==================== design 1
**src/rtl/cuckoo_hash_table.sv**
```systemverilog
// cuckoo_hash_table: H3-hashed multi-table cuckoo store with one stash entry and a valid/ready request/response port
//   clk, reset                 : clock, synchronous active-high reset
//   key_in, data_in            : request key and write payload
//   delete_write_read_i        : 00 nop, 01 read, 10 write, 11 delete
//   valid_i / ready_o          : request handshake (ready only when idle)
//   valid_o / ready_i          : response handshake, response held until ready_i
//   read_data_o, *_o flags     : response payload and status, zero outside a response
//   stash_full_o, count_o      : live occupancy of the stash and of the whole store
module cuckoo_hash_table #(
    parameter int KEY_WIDTH        = 8,
    parameter int DATA_WIDTH       = 32,
    parameter int NUMBER_OF_TABLES = 3,
    parameter int ADR_WIDTH        = 4,
    parameter int MAX_KICKS        = 8,
    parameter logic [NUMBER_OF_TABLES*KEY_WIDTH*ADR_WIDTH-1:0] Q_MATRIX = '0
) (
    input  logic                  clk,
    input  logic                  reset,
    input  logic [KEY_WIDTH-1:0]  key_in,
    input  logic [DATA_WIDTH-1:0] data_in,
    input  logic [1:0]            delete_write_read_i,
    input  logic                  valid_i,
    output logic                  ready_o,
    output logic                  valid_o,
    input  logic                  ready_i,
    output logic [DATA_WIDTH-1:0] read_data_o,
    output logic                  no_element_found_o,
    output logic                  no_deletion_target_o,
    output logic                  no_write_space_o,
    output logic                  key_already_present_o,
    output logic                  stash_full_o,
    output logic [$clog2(NUMBER_OF_TABLES*2**ADR_WIDTH+2)-1:0] count_o
);
    localparam int NT = NUMBER_OF_TABLES;
    localparam int N  = 2**ADR_WIDTH;
    localparam int CW = $clog2(NT*N+2);
    localparam int TW = $clog2(NT);
    localparam int KW = $clog2(MAX_KICKS+1);

    typedef enum logic [1:0] {IDLE, LOOKUP, KICK, RESP} state_t;
    state_t state_q;

    logic [1:0]            op_q;
    logic [KEY_WIDTH-1:0]  req_key_q, cur_key_q;
    logic [DATA_WIDTH-1:0] req_data_q, cur_data_q;
    logic [TW-1:0]         t_q;
    logic [KW-1:0]         kicks_q;
    logic                  tv_q [NT][N];
    logic [KEY_WIDTH-1:0]  tk_q [NT][N];
    logic [DATA_WIDTH-1:0] td_q [NT][N];
    logic                  sv_q;
    logic [KEY_WIDTH-1:0]  sk_q;
    logic [DATA_WIDTH-1:0] sd_q;
    logic                  valid_q, nef_q, ndt_q, nws_q, kap_q;
    logic [DATA_WIDTH-1:0] rdata_q;

    function automatic logic [ADR_WIDTH-1:0] hash(input int t, input logic [KEY_WIDTH-1:0] k);
        hash = '0;
        for (int b = 0; b < ADR_WIDTH; b++)
            for (int i = 0; i < KEY_WIDTH; i++)
                hash[b] ^= k[i] & Q_MATRIX[(t*KEY_WIDTH+i)*ADR_WIDTH+b];
    endfunction

    logic [ADR_WIDTH-1:0]  la [NT];
    logic                  hit, hit_s, emp;
    logic [TW-1:0]         hit_t, emp_t;
    logic [ADR_WIDTH-1:0]  hit_a, emp_a, ka;
    logic [DATA_WIDTH-1:0] hit_d;
    logic [CW-1:0]         cnt;

    // Descending scan so the lowest table index wins both hit and empty-slot selection
    always_comb begin
        hit   = 1'b0;
        hit_t = '0;
        hit_a = '0;
        hit_d = '0;
        emp   = 1'b0;
        emp_t = '0;
        emp_a = '0;
        for (int t = NT-1; t >= 0; t--) begin
            la[t] = hash(t, req_key_q);
            if (tv_q[t][la[t]] && tk_q[t][la[t]] == req_key_q) begin
                hit   = 1'b1;
                hit_t = TW'(t);
                hit_a = la[t];
                hit_d = td_q[t][la[t]];
            end
            if (!tv_q[t][la[t]]) begin
                emp   = 1'b1;
                emp_t = TW'(t);
                emp_a = la[t];
            end
        end
        hit_s = !hit && sv_q && sk_q == req_key_q;
        ka    = hash(int'(t_q), cur_key_q);
        cnt   = CW'(sv_q);
        for (int t = 0; t < NT; t++)
            for (int i = 0; i < N; i++)
                cnt += CW'(tv_q[t][i]);
    end

    always_ff @(posedge clk) begin
        if (reset) begin
            state_q <= IDLE;
            for (int t = 0; t < NT; t++)
                for (int i = 0; i < N; i++)
                    tv_q[t][i] <= 1'b0;
            sv_q    <= 1'b0;
            valid_q <= 1'b0;
            rdata_q <= '0;
            nef_q   <= 1'b0;
            ndt_q   <= 1'b0;
            nws_q   <= 1'b0;
            kap_q   <= 1'b0;
        end else begin
            case (state_q)
                IDLE: if (valid_i && delete_write_read_i != 2'b00) begin
                    req_key_q  <= key_in;
                    req_data_q <= data_in;
                    op_q       <= delete_write_read_i;
                    state_q    <= LOOKUP;
                end
                LOOKUP: begin
                    state_q <= RESP;
                    valid_q <= 1'b1;
                    if (op_q == 2'b01) begin
                        if (hit) rdata_q <= hit_d;
                        else if (hit_s) rdata_q <= sd_q;
                        else nef_q <= 1'b1;
                    end else if (op_q == 2'b11) begin
                        if (hit) tv_q[hit_t][hit_a] <= 1'b0;
                        else if (hit_s) sv_q <= 1'b0;
                        else ndt_q <= 1'b1;
                    end else if (hit || hit_s) begin
                        kap_q <= 1'b1;
                    end else if (emp) begin
                        tv_q[emp_t][emp_a] <= 1'b1;
                        tk_q[emp_t][emp_a] <= req_key_q;
                        td_q[emp_t][emp_a] <= req_data_q;
                    end else if (sv_q) begin
                        nws_q <= 1'b1;
                    end else begin
                        state_q    <= KICK;
                        valid_q    <= 1'b0;
                        cur_key_q  <= req_key_q;
                        cur_data_q <= req_data_q;
                        t_q        <= '0;
                        kicks_q    <= '0;
                    end
                end
                KICK: begin
                    if (!tv_q[t_q][ka]) begin
                        tv_q[t_q][ka] <= 1'b1;
                        tk_q[t_q][ka] <= cur_key_q;
                        td_q[t_q][ka] <= cur_data_q;
                        state_q       <= RESP;
                        valid_q       <= 1'b1;
                    end else if (kicks_q == KW'(MAX_KICKS)) begin
                        sv_q    <= 1'b1;
                        sk_q    <= cur_key_q;
                        sd_q    <= cur_data_q;
                        state_q <= RESP;
                        valid_q <= 1'b1;
                    end else begin
                        tk_q[t_q][ka] <= cur_key_q;
                        td_q[t_q][ka] <= cur_data_q;
                        cur_key_q     <= tk_q[t_q][ka];
                        cur_data_q    <= td_q[t_q][ka];
                        t_q           <= t_q == TW'(NT-1) ? '0 : t_q + 1'b1;
                        kicks_q       <= kicks_q + 1'b1;
                    end
                end
                RESP: if (ready_i) begin
                    state_q <= IDLE;
                    valid_q <= 1'b0;
                    rdata_q <= '0;
                    nef_q   <= 1'b0;
                    ndt_q   <= 1'b0;
                    nws_q   <= 1'b0;
                    kap_q   <= 1'b0;
                end
                default: state_q <= IDLE;
            endcase
        end
    end

    assign ready_o               = state_q == IDLE;
    assign valid_o               = valid_q;
    assign read_data_o           = rdata_q;
    assign no_element_found_o    = nef_q;
    assign no_deletion_target_o  = ndt_q;
    assign no_write_space_o      = nws_q;
    assign key_already_present_o = kap_q;
    assign stash_full_o          = sv_q;
    assign count_o               = cnt;
endmodule
```
**config.mk**
```make
export PLATFORM = sky130hd
export DESIGN_NAME = cuckoo_hash_table
export DESIGN_NICKNAME = d
export VERILOG_FILES = /design/src/rtl/cuckoo_hash_table.sv
export SDC_FILE = /design/constraint.sdc
export NUM_CORES = 1
export LEC_CHECK = 0
export CELL_PAD_IN_SITES_DETAIL_PLACEMENT = 1
export CELL_PAD_IN_SITES_GLOBAL_PLACEMENT = 2
export CORE_ASPECT_RATIO = 1.75
export CORE_MARGIN = 10
export CORE_UTILIZATION = 47
export DETAILED_ROUTE_END_ITERATION = 16
export PLACE_DENSITY_LB_ADDON = 0.1
export SKIP_CTS_REPAIR_TIMING = 1
export SLEW_MARGIN = 40
export SYNTH_ARGS = -nofsm -noshare
export SYNTH_HDL_FRONTEND = slang
export SYNTH_SLANG_ARGS = --single-unit
```
**constraint.sdc**
```tcl
create_clock -name clk -period 14.3 [get_ports clk]
set_input_delay 1.43 -clock clk [delete_from_list [all_inputs] [get_ports clk]]
set_output_delay 1.43 -clock clk [all_outputs]
set_load 0.01 [all_outputs]
```
==================== design 2
## src/rtl/xadc_drp_scheduler_pkg.sv

```systemverilog
`default_nettype none
// +----------------------------------------------------------------------+
// | Package : xadc_pkg                                                   |
// | Shared FSM encoding, DRP address map and sample pair type.           |
// | Rev 1.0 - initial release                                            |
// +----------------------------------------------------------------------+
package xadc_pkg;

  typedef enum logic [2:0] {
    ST_IDLE    = 3'd0,
    ST_RD_A    = 3'd1,
    ST_RD_B    = 3'd2,
    ST_PUBLISH = 3'd3,
    ST_CFG     = 3'd4
  } state_t;

  localparam logic [6:0] c_addr_vaux4 = 7'h14;
  localparam logic [6:0] c_addr_vaux5 = 7'h15;

  // XADC configuration registers 0..2
  localparam logic [6:0] c_addr_cfg0  = 7'h40;
  localparam logic [6:0] c_addr_cfg1  = 7'h41;
  localparam logic [6:0] c_addr_cfg2  = 7'h42;

  localparam int c_code_w = 12;

  typedef logic [1:0][c_code_w-1:0] sample_pair_t;

endpackage
`default_nettype wire

```

## src/rtl/xadc_drp_scheduler_drp_timeout_counter.sv

```systemverilog
`default_nettype none
// +----------------------------------------------------------------------+
// | Module  : drp_timeout_counter                                        |
// | 8-bit DRP wait counter, zeroed on the den cycle, flags TIMEOUT-1.    |
// | Rev 1.0 - initial release                                            |
// +----------------------------------------------------------------------+
module drp_timeout_counter #(
  parameter int TIMEOUT = 64
) (
  input  logic clk,
  input  logic reset,
  input  logic clear,
  input  logic enable,
  output logic expired
);

  localparam logic [7:0] c_last = 8'(TIMEOUT - 1);

  logic [7:0] r_count;

  // clear is asserted on the edge that launches den, so the den cycle reads 0
  always_ff @(posedge clk or posedge reset) begin
    if (reset) begin
      r_count <= '0;
    end else if (clear) begin
      r_count <= '0;
    end else if (enable && !expired) begin
      r_count <= r_count + 8'd1;
    end
  end

  assign expired = (r_count == c_last);

endmodule
`default_nettype wire

```

## src/rtl/xadc_drp_scheduler.sv

```systemverilog
`default_nettype none
// +----------------------------------------------------------------------+
// | Module  : xadc_drp_scheduler                                         |
// | Shares the XADC DRP between end-of-sequence sample fetch and host.   |
// | Rev 1.0 - initial release                                            |
// +----------------------------------------------------------------------+
module xadc_drp_scheduler
  import xadc_pkg::*;
#(
  parameter logic [6:0] ADDR_A  = c_addr_vaux4,
  parameter logic [6:0] ADDR_B  = c_addr_vaux5,
  parameter int         TIMEOUT = 64,
  parameter int         CODE_W  = 12
) (
  input  logic                   clk,
  input  logic                   reset,
  input  logic                   eos,
  output logic                   drp_den,
  output logic                   drp_dwe,
  output logic [6:0]             drp_daddr,
  output logic [15:0]            drp_di,
  input  logic [15:0]            drp_do,
  input  logic                   drp_drdy,
  input  logic                   cfg_req,
  input  logic                   cfg_we,
  input  logic [6:0]             cfg_addr,
  input  logic [15:0]            cfg_wdata,
  output logic                   cfg_ack,
  output logic                   cfg_err,
  output logic [15:0]            cfg_rdata,
  output logic [1:0][CODE_W-1:0] samples,
  output logic                   sample_valid,
  output logic                   timeout_err,
  output logic                   overrun
);

  state_t                   r_state;
  state_t                   w_next;
  logic                     r_pending;
  logic [CODE_W-1:0]        r_shadow_a;
  logic [1:0][CODE_W-1:0]   r_samples;
  logic                     r_den;
  logic                     r_dwe;
  logic [6:0]               r_daddr;
  logic [15:0]              r_di;
  logic                     r_overrun;

  logic                     w_access;
  logic                     w_rdy;
  logic                     w_expired;
  logic                     w_timeout;
  logic                     w_launch;
  logic                     w_eos_drop;
  logic [CODE_W-1:0]        w_code;

  assign w_code   = drp_do[15 -: CODE_W];
  assign w_access = (r_state == ST_RD_A) || (r_state == ST_RD_B) || (r_state == ST_CFG);
  // a stale drdy coinciding with a fresh den belongs to the previous access
  assign w_rdy     = w_access && !r_den && drp_drdy;
  assign w_timeout = w_access && !w_rdy && w_expired;
  assign w_launch  = (w_next != r_state) &&
                     ((w_next == ST_RD_A) || (w_next == ST_RD_B) || (w_next == ST_CFG));
  assign w_eos_drop = eos && (r_pending || (r_state == ST_PUBLISH));

  drp_timeout_counter #(
    .TIMEOUT (TIMEOUT)
  ) u_timeout (
    .clk     (clk),
    .reset   (reset),
    .clear   (w_launch),
    .enable  (w_access),
    .expired (w_expired)
  );

  always_ff @(posedge clk or posedge reset) begin
    if (reset) begin
      r_state <= ST_IDLE;
    end else begin
      r_state <= w_next;
    end
  end

  always_comb begin
    w_next    = r_state;
    cfg_ack   = 1'b0;
    cfg_err   = 1'b0;
    cfg_rdata = '0;
    case (r_state)
      ST_IDLE: begin
        // an eos in flight outranks the host even before pending is visible
        if (r_pending) begin
          w_next = ST_RD_A;
        end else if (cfg_req && !eos) begin
          w_next = ST_CFG;
        end
      end
      ST_RD_A: begin
        if (w_rdy) begin
          w_next = ST_RD_B;
        end else if (w_timeout) begin
          w_next = ST_IDLE;
        end
      end
      ST_RD_B: begin
        if (w_rdy) begin
          w_next = ST_PUBLISH;
        end else if (w_timeout) begin
          w_next = ST_IDLE;
        end
      end
      ST_PUBLISH: begin
        w_next = ST_IDLE;
      end
      ST_CFG: begin
        if (w_rdy || w_timeout) begin
          w_next  = ST_IDLE;
          cfg_ack = 1'b1;
          cfg_err = w_timeout;
          if (w_rdy && !cfg_we) begin
            cfg_rdata = drp_do;
          end
        end
      end
      default: begin
        w_next = ST_IDLE;
      end
    endcase
  end

  always_ff @(posedge clk or posedge reset) begin
    if (reset) begin
      r_den   <= 1'b0;
      r_dwe   <= 1'b0;
      r_daddr <= '0;
      r_di    <= '0;
    end else begin
      r_den   <= w_launch;
      r_dwe   <= 1'b0;
      r_daddr <= '0;
      r_di    <= '0;
      if (w_launch) begin
        if (w_next == ST_RD_A) begin
          r_daddr <= ADDR_A;
        end else if (w_next == ST_RD_B) begin
          r_daddr <= ADDR_B;
        end else begin
          r_dwe   <= cfg_we;
          r_daddr <= cfg_addr;
          r_di    <= cfg_wdata;
        end
      end
    end
  end

  always_ff @(posedge clk or posedge reset) begin
    if (reset) begin
      r_pending <= 1'b0;
      r_overrun <= 1'b0;
    end else begin
      r_overrun <= w_eos_drop;
      if (eos && !w_eos_drop) begin
        r_pending <= 1'b1;
      end else if ((r_state == ST_IDLE) && (w_next == ST_RD_A)) begin
        r_pending <= 1'b0;
      end
    end
  end

  // both codes land on the edge into PUBLISH so the pair is visible with sample_valid
  always_ff @(posedge clk or posedge reset) begin
    if (reset) begin
      r_shadow_a <= '0;
      r_samples  <= '0;
    end else begin
      if ((r_state == ST_RD_A) && w_rdy) begin
        r_shadow_a <= w_code;
      end
      if ((r_state == ST_RD_B) && w_rdy) begin
        r_samples <= {w_code, r_shadow_a};
      end
    end
  end

  assign drp_den      = r_den;
  assign drp_dwe      = r_dwe;
  assign drp_daddr    = r_daddr;
  assign drp_di       = r_di;
  assign samples      = r_samples;
  assign sample_valid = (r_state == ST_PUBLISH);
  assign timeout_err  = w_timeout;
  assign overrun      = r_overrun;

endmodule
`default_nettype wire

```

## config.mk

```make
export PLATFORM = sky130hd
export DESIGN_NAME = xadc_drp_scheduler
export DESIGN_NICKNAME = d
export VERILOG_FILES = /design/src/rtl/xadc_drp_scheduler_pkg.sv /design/src/rtl/xadc_drp_scheduler_drp_timeout_counter.sv /design/src/rtl/xadc_drp_scheduler.sv
export SDC_FILE = /design/constraint.sdc
export NUM_CORES = 1
export LEC_CHECK = 0
export ABC_CLOCK_PERIOD_IN_PS = 5400
export CELL_PAD_IN_SITES_DETAIL_PLACEMENT = 0
export CELL_PAD_IN_SITES_GLOBAL_PLACEMENT = 1
export CORE_ASPECT_RATIO = 1.4
export CORE_MARGIN = 2
export CORE_UTILIZATION = 38
export CTS_BUF_LIST = sky130_fd_sc_hd__clkbuf_2
export DETAILED_ROUTE_END_ITERATION = 16
export PLACE_DENSITY_LB_ADDON = 0.1
export SYNTH_ARGS = -nofsm -noshare
export SYNTH_HDL_FRONTEND = slang
export SYNTH_SLANG_ARGS = --single-unit
```

## constraint.sdc

```tcl
create_clock -name clk -period 5.4 [get_ports clk]
set_input_delay 1.08 -clock clk [delete_from_list [all_inputs] [get_ports clk]]
set_output_delay 1.08 -clock clk [all_outputs]
set_load 0.01 [all_outputs]
```

==================== design 3
[config.mk]
export PLATFORM = sky130hd
export DESIGN_NAME = ram_access_ctrl
export DESIGN_NICKNAME = d
export VERILOG_FILES = /design/src/rtl/ram_access_ctrl.sv
export SDC_FILE = /design/constraint.sdc
export NUM_CORES = 1
export LEC_CHECK = 0
export ABC_AREA = 1
export ABC_CLOCK_PERIOD_IN_PS = 1400
export CAP_MARGIN = 20
export CORE_MARGIN = 2
export CORE_UTILIZATION = 45
export CTS_BUF_LIST = sky130_fd_sc_hd__clkbuf_2
export CTS_CLUSTER_DIAMETER = 40
export CTS_CLUSTER_SIZE = 28
export DETAILED_ROUTE_END_ITERATION = 8
export HOLD_SLACK_MARGIN = 0.12
export MAX_ROUTING_LAYER = met4
export PLACE_DENSITY = 0.88
export SLEW_MARGIN = 20
export SYNTH_ARGS = -nofsm -noshare
export SYNTH_HDL_FRONTEND = slang
export SYNTH_SLANG_ARGS = --single-unit
[constraint.sdc]
create_clock -name clk -period 1.4 [get_ports clk]
set_input_delay 0.14 -clock clk [delete_from_list [all_inputs] [get_ports clk]]
set_output_delay 0.14 -clock clk [all_outputs]
set_load 0.03 [all_outputs]
[src/rtl/ram_access_ctrl.sv]
// RAM front end arbitrating CPU req/ack and a byte-stream loader.
// All RAM strobes, cpu_ack and cpu_rdata are registered.
module ram_access_ctrl #(
  parameter int unsigned ADDR_W     = 15,
  parameter int unsigned DATA_W     = 8,
  parameter int unsigned RD_LATENCY = 1,
  parameter int unsigned LOAD_BASE  = 0
) (
  input  logic              clk,
  input  logic              rst_n,
  input  logic              cpu_req,
  input  logic              cpu_we,
  input  logic [ADDR_W-1:0] cpu_addr,
  input  logic [DATA_W-1:0] cpu_wdata,
  output logic              cpu_ack,
  output logic [DATA_W-1:0] cpu_rdata,
  input  logic              ld_start,
  input  logic              ld_valid,
  input  logic              ld_last,
  input  logic [DATA_W-1:0] ld_data,
  output logic              ld_ready,
  output logic              ld_busy,
  output logic [ADDR_W-1:0] ram_addr,
  output logic [DATA_W-1:0] ram_di,
  output logic              ram_en,
  output logic [1:0]        ram_we,
  output logic              ram_regce,
  output logic              ram_rst,
  input  logic [DATA_W-1:0] ram_do
);

  localparam int unsigned CNT_W =
    $clog2(RD_LATENCY + 1) + 1;
  localparam logic [ADDR_W-1:0] BASE =
    ADDR_W'(LOAD_BASE);
  localparam logic [CNT_W-1:0] CNT_LAST =
    CNT_W'(RD_LATENCY);

  typedef enum logic [2:0] {
    S_IDLE,
    S_WR,
    S_RD,
    S_ACK,
    S_LOAD
  } state_e;

  state_e            state_q, state_d;
  logic [ADDR_W-1:0] addr_q, addr_d;
  logic [DATA_W-1:0] di_q, di_d;
  logic              en_q, en_d;
  logic [1:0]        we_q, we_d;
  logic              regce_q, regce_d;
  logic              rst_q;
  logic              ack_q, ack_d;
  logic [DATA_W-1:0] rdata_q, rdata_d;
  logic              ready_q, ready_d;
  logic              busy_q, busy_d;
  logic [ADDR_W-1:0] ptr_q, ptr_d;
  logic [CNT_W-1:0]  cnt_q, cnt_d;

  // State and output registers; RAM reset held until first edge after release
  always_ff @(posedge clk or negedge rst_n) begin
    if (!rst_n) begin
      state_q <= S_IDLE;
      addr_q  <= '0;
      di_q    <= '0;
      en_q    <= 1'b0;
      we_q    <= 2'b00;
      regce_q <= 1'b0;
      rst_q   <= 1'b1;
      ack_q   <= 1'b0;
      rdata_q <= '0;
      ready_q <= 1'b0;
      busy_q  <= 1'b0;
      ptr_q   <= BASE;
      cnt_q   <= '0;
    end else begin
      state_q <= state_d;
      addr_q  <= addr_d;
      di_q    <= di_d;
      en_q    <= en_d;
      we_q    <= we_d;
      regce_q <= regce_d;
      rst_q   <= 1'b0;
      ack_q   <= ack_d;
      rdata_q <= rdata_d;
      ready_q <= ready_d;
      busy_q  <= busy_d;
      ptr_q   <= ptr_d;
      cnt_q   <= cnt_d;
    end
  end

  // Next-state and next-output logic; strobes default low each cycle
  always_comb begin
    state_d = state_q;
    addr_d  = addr_q;
    di_d    = di_q;
    rdata_d = rdata_q;
    ptr_d   = ptr_q;
    cnt_d   = cnt_q;
    en_d    = 1'b0;
    we_d    = 2'b00;
    regce_d = 1'b0;
    ack_d   = 1'b0;
    ready_d = 1'b0;
    busy_d  = 1'b0;
    unique case (state_q)
      S_IDLE: begin
        if (ld_start) begin
          state_d = S_LOAD;
          ptr_d   = BASE;
          busy_d  = 1'b1;
          ready_d = 1'b1;
        end else if (cpu_req) begin
          addr_d = cpu_addr;
          di_d   = cpu_wdata;
          en_d   = 1'b1;
          we_d   = {2{cpu_we}};
          cnt_d  = '0;
          if (cpu_we) begin
            state_d = S_WR;
          end else begin
            state_d = S_RD;
            regce_d = 1'b1;
          end
        end
      end
      S_WR: begin
        state_d = S_ACK;
        ack_d   = 1'b1;
      end
      S_RD: begin
        if (cnt_q == CNT_LAST) begin
          rdata_d = ram_do;
          ack_d   = 1'b1;
          state_d = S_ACK;
        end else begin
          cnt_d   = cnt_q + CNT_W'(1);
          regce_d = 1'b1;
        end
      end
      S_ACK: begin
        state_d = S_IDLE;
      end
      S_LOAD: begin
        busy_d  = 1'b1;
        ready_d = 1'b1;
        if (ld_valid) begin
          addr_d = ptr_q;
          di_d   = ld_data;
          en_d   = 1'b1;
          we_d   = 2'b11;
          ptr_d  = ptr_q + ADDR_W'(1);
          if (ld_last) begin
            state_d = S_IDLE;
            busy_d  = 1'b0;
            ready_d = 1'b0;
          end
        end
      end
      default: begin
        state_d = S_IDLE;
      end
    endcase
  end

  assign cpu_ack   = ack_q;
  assign cpu_rdata = rdata_q;
  assign ld_ready  = ready_q;
  assign ld_busy   = busy_q;
  assign ram_addr  = addr_q;
  assign ram_di    = di_q;
  assign ram_en    = en_q;
  assign ram_we    = we_q;
  assign ram_regce = regce_q;
  assign ram_rst   = rst_q;

endmodule


==> screenshots <==
Signal wires by layer.
panel A
The bar under the picture is 20 um long.
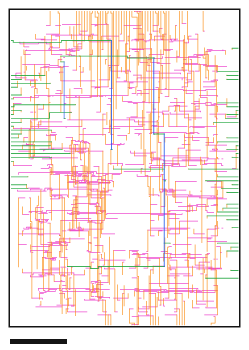
panel B
The bar under the picture is 50 um long.
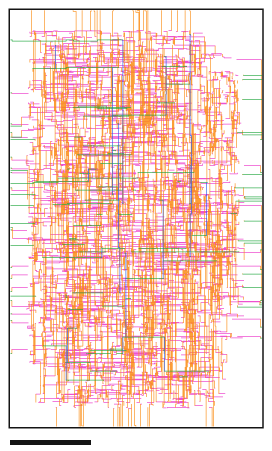
panel C
The bar under the picture is 20 um long.
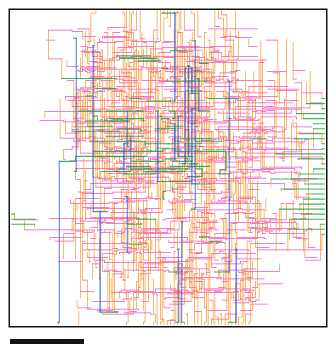
| picture | from |
|---|---|
| panel A | design 2 |
| panel B | design 1 |
| panel C | design 3 |

Figure 1. Register map, names as in the netlist (design 2).
The bar under the picture is 20 um long. Other sequential cells in the stronger grey, the rest of the logic in the fainter grey.
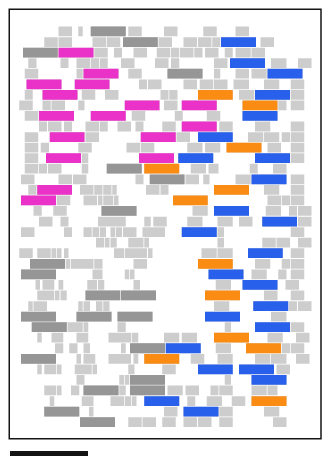
Key: drp_di = magenta [sequential cells 16]; r_shadow_a = orange [sequential cells 12]; samples = blue [sequential cells 24]
Another 22 sequential cells are not coloured.

Figure 2. Wire density map (design 2).
The bar under the picture is 20 um long. 16 x 22 tiles, from dark blue (low) to red (high), scaled to the fullest tile. Values are wire area over tile area, all layers added.
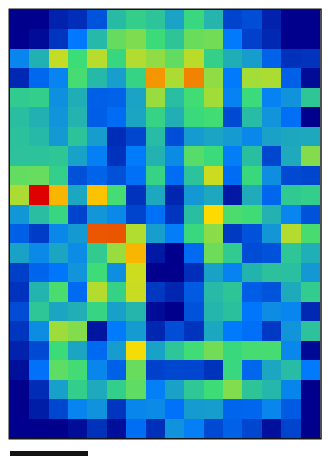
The fullest tile reaches 0.37. The mean over all tiles is 0.12. 6.0% of the tiles are nearly empty. 17% of the tiles are over half the peak. The densest ninth of the die: north.
GRT Total Usage: 15.53%
DR vias: 2,136
Routed WL per cell: 14.13 um

==> flow_summary.ini, design 2 <==
; flow metrics
[sta]
timing.final.max_slew_violations = 0
tightest_slew_ps = 1063
post-route-period-util_pct = 82.15
setup_viol = 0

[power_and_ir_drop]
swShare_pct = 33.63
max-vdd-ir-drop_mv = 0.2155

[finish]
final_util_pct = 56.16
n_all_buffers = 116
comb_area_share_pct = 26.37

[outcome]
outcome = complete, no violations

[floorplan]
fp-utilization_pct = 39.30

[cts]
cts_resized = 0

[critical_path]
cp_top_family = simple AND/OR/NAND/NOR gates
cpPeakStageDelay_ps = 800
r2r-start = drp_den

[global_route]
gr-total-overflow = 0
grt_util_met1_pct = 16.49
grt_pass1_wl_mm = 10.14

[job]
maxCapViolCount = 0

[yosys]
synthArstFlopShare_pct = 100.0
ys_chip_area_um2 = 3064
-- design 2: registers in the layout (all words and copies together) (netlist names) --
signal / flops
r_state: 3
drp_di: 16
r_shadow_a: 12
samples: 24
drp_dwe: 1
drp_daddr: 7
u_timeout.r_count: 8
r_pending: 1
overrun: 1
drp_den: 1
-- design 2: worst reg2reg max path, delay by kind of cell (launching register included) --
family	cells	cell delay (ps)
and+or+nand+nor	2	1230
DFF	1	430
muxes	1	320
buffers and inverters	1	260
-- design 2: worst min path at each step --
stage	startpoint	to	slack (ps)	depth (start not counted)
floorplan	r_shadow_a[0]	r_shadow_a[0]	470	1
global placement	r_shadow_a[2]	samples[2]	480	1
detailed placement	r_shadow_a[6]	r_shadow_a[6]	490	1
CTS	r_shadow_a[6]	r_shadow_a[6]	530	1
global route	r_shadow_a[1]	samples[1]	540	1
finish	samples[19]	samples[19]	530	1
-- design 2: cells by family (layout without fill, tap and decap cells) --
logic type                 count (synthesis)  in the layout  synth area share [%]
muxes                                     39             39                 14.21
buffers and inverters                     14            136                 2.082
xor gates and xnor gates                   8              8                 2.532
AOI/OAI and AO/OA                         17             17                 4.696
and+or+nand+nor                           84             84                 15.64
DFF                                       74             74                 60.43
adders and majority gates                  1              1                0.4083
Figure 3. Cells coloured by class (design 1).
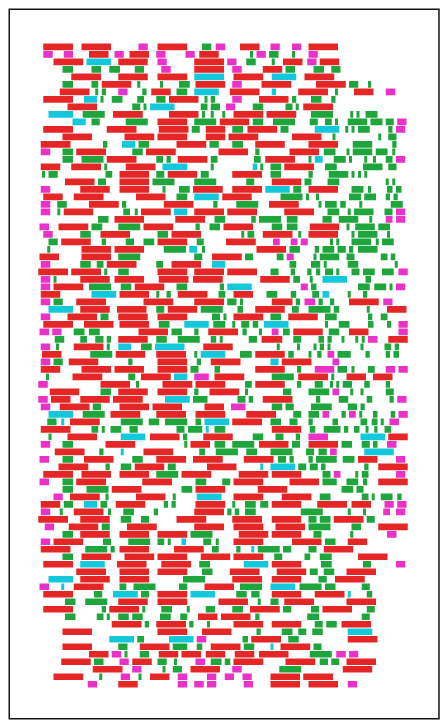
Key: remaining logic cells = green [cells 572, share of their area 30%]; clock drivers and dummy loads = cyan [cells 58, share of their area 6.3%]; remaining buffers and delay cells = magenta [cells 110, share of their area 6.4%]; registers = red [cells 339, share of their area 57%]

Figure 4. Register map, names as in the netlist (design 1).
The bar under the picture is 50 um long. Other sequential cells in the stronger grey, the rest of the logic in the fainter grey.
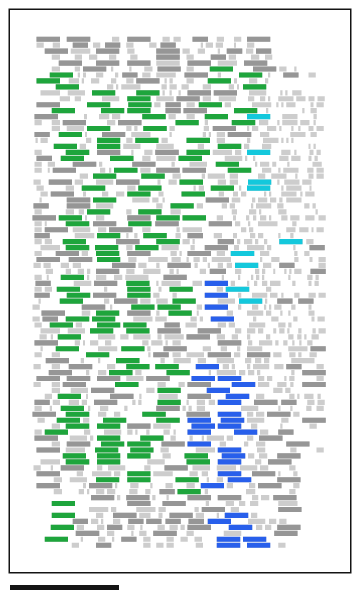
Key: tk_q = blue [sequential cells 32]; td_q = green [sequential cells 128]; tv_q = cyan [sequential cells 9, where east]
Another 170 sequential cells are not coloured.

==> flow_summary.ini, design 1 <==
; flow metrics
[global_route]
gr-total-overflow = 0
grt_busiest_layer = met2
grt_antenna_before_repair = 0

[critical_path]
worstPathRequired_ps = 12870
crit_chain = ha_1, or2_2, ha_1, ha_1, fa_1, fa_1, inv_1, fa_1, inv_1, ha_1, o21a_1, o21ai_0, nor2b_1, o21bai_1, a21oi_1, xnor2_1, clkdlybuf4s50_1
cpMostUsedCell = ha_1
crit_type = reg2out
worst_ep_arrival_time_ps = 5670

[power_and_ir_drop]
swShare_pct = 29.61
power_density_nw_per_um2 = 182.9
comb_power_share_pct = 31.3
power_frac_seq_pct = 41.5
p_sw_w = 0.0009514

[drt]
firstDrtPassIters = 4
drcViolationCount = 0
wl_met1_mm = 14.95

[yosys]
ys_chip_area_um2 = 15060
yosys-top-cells-area = edfxtp_1 59%, mux2_2 6.2%, mux4_2 6.1%, dfxtp_1 5.6%, ha_1 2.2%
yosysMostFrequentCell = edfxtp_1
synth_flop_count = 339
common_cells = 297 x edfxtp_1, 83 x mux2_2, 74 x nand2_1, 45 x o21ai_0, 42 x dfxtp_1

[finish]
instances_no_fill = 1475
layout_top_cell = edfxtp_1
largest_reg_flops = 128
final_nets = 1139
drive_above_1_share_pct = 20.67
stdcell_area_um2 = 17560

[outcome]
outcome = complete, no violations

[sta]
setup_ws_ps = 7200

[cts]
root_buffer = clkbuf_16
cts_buffer_depth = 3

[place]
dp.cells = 1417

[worst_hold_path]
hp-class = reg2reg
-- design 1: layout make-up --
type                    instances  area, um2
clock buffers                  48      940.9
clock inverters                10      138.9
fillers                      2946      13960
inverters                      37      138.9
multi-input cells             535       4992
flip-flops and latches        339       9762
well taps                     396      495.5
repair buffers                110       1095
-- design 1: power by group through the flow --
stage          Sequential (W)  Clock [W]  Combinational (W)
2_1_floorplan         0.00134          0           0.000641
3_3_place_gp          0.00135          0            0.00101
3_5_place_dp          0.00136          0            0.00103
4_1_cts               0.00134   0.000890            0.00103
5_1_grt               0.00135   0.000925            0.00111
6_report              0.00133   0.000872            0.00101
-- design 1: final timing paths --
| path | start | endpoint | slack, ps | cells after the start |
|---|---|---|---|---|
| min | cur_data_q[14] | sd_q[14] | 440 | 0 |
| min reg2reg | cur_data_q[14] | sd_q[14] | 440 | 0 |
| max reg2reg | req_key_q[5] | read_data_o[30] | 10460 | 9 |
| max | tv_q[0][12] | count_o[5] | 7200 | 17 |
Figure 5. Register map, names as in the netlist (design 3).
The bar under the picture is 20 um long. Other sequential cells in the stronger grey, the rest of the logic in the fainter grey.
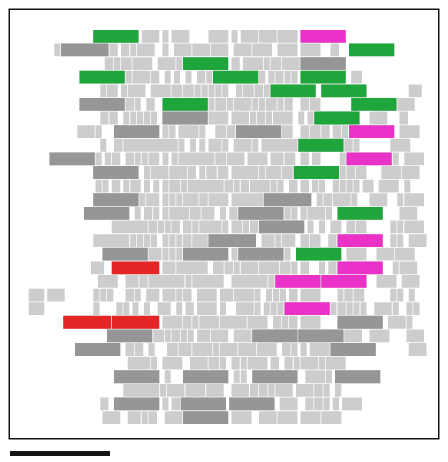
Key: ram_di = magenta [sequential cells 8]; ram_addr = green [sequential cells 15]; state_q = red [sequential cells 3]
Another 31 sequential cells are not coloured.
sequential power: 0.00257 W
final core occ: 68.53%
sequential cell area share: 32.76%
FF+latch area: 1434 um2

==> flow_summary.ini, design 3 <==
; flow metrics
[finish]
diodes = 0
largest_class = combinational gates
instances_no_fill = 569

[critical_path]
cp_top_family = simple AND/OR/NAND/NOR gates
cpMostUsedCell = nand2_1

[sta]
maxSlewHeadroom_pct = 49.99
setup_viol = 17
setup_ws_ps = -109.3

[global_route]
gr-total-overflow = 0

[outcome]
violations = negative setup slack
outcome = finished, violations left

[power_and_ir_drop]
total_power_w = 0.008304
top_power_group = combinational cells

[drt]
via_per_inst = 5.552
met3_length_um = 658
dr_total_vias = 3159
drtIter0Drc = 366

[yosys]
avgSynthCellArea_um2 = 7.971
syn_area_um2 = 2989

[floorplan]
die_h_um = 85.50
[design 3: synthesized netlist by cell type]
cell	number	share of area, %
nor2_4	4	1.5
nand3_1	46	7.7
nand2_8	1	0.67
nand2_4	5	1.9
inv_2	2	0.25
buf_4	8	2.0
a21oi_1	13	2.2
buf_1	1	0.13
nand2_2	20	4.2
conb_1	1	0.13
nand3b_1	1	0.25
dfrtp_1	56	47
nand3_4	2	1.2
nor2_1	28	3.5
buf_12	2	1.3
buf_6	1	0.38
nor3_1	1	0.17
nand4_1	3	0.63
nor2_8	1	0.67
inv_1	12	1.5
dfstp_2	1	0.88
buf_2	4	0.67
or2_2	1	0.21
o21ai_0	7	1.2
nand2_1	152	19
ha_1	2	0.84
[design 3: cells by family after synthesis]
logic type | count (synthesis) | share of synthesized area (%)
simple gates | 265 | 41.65
flops | 57 | 47.76
buf+inv | 30 | 6.279
compound gates | 20 | 3.348
fa+ha+maj | 2 | 0.8370
other cells | 1 | 0.1255
[design 3: metal layers]
layer  global-route usage [%]  vias up
li1                         -     1420
met1                    27.55     1500
met2                    41.05      185
met3                    4.042       54
met4                    15.01        0
met5                        -        -


==> gallery <==
Track usage over the die.
(a)
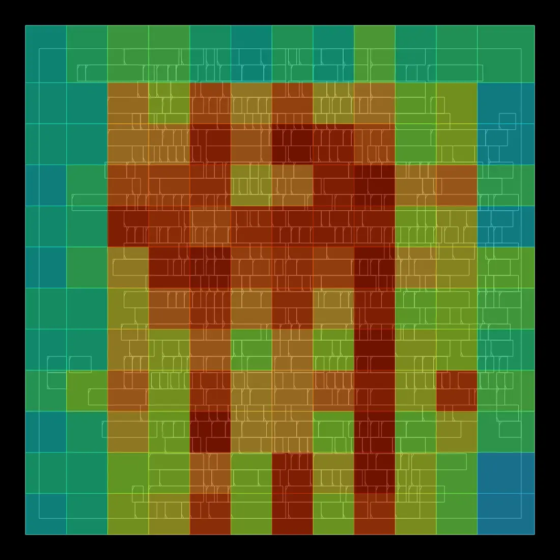
(b)
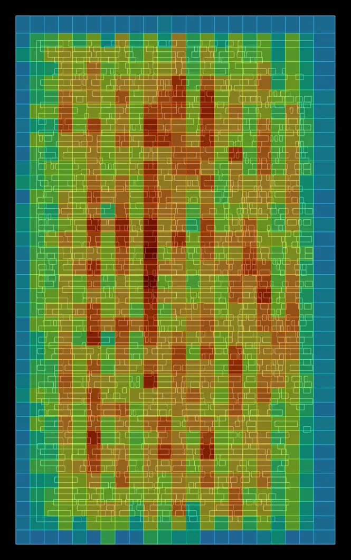
(c)
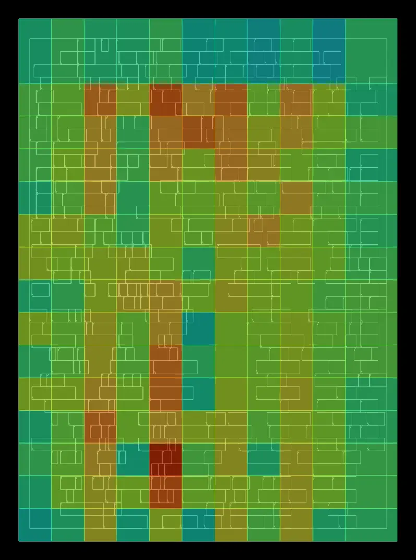
design 1: (b)
design 3: (a)
design 2: (c)
Of these, lowest track usage: (c)

No activity file was given, so power comes from the tool's default toggle rates.
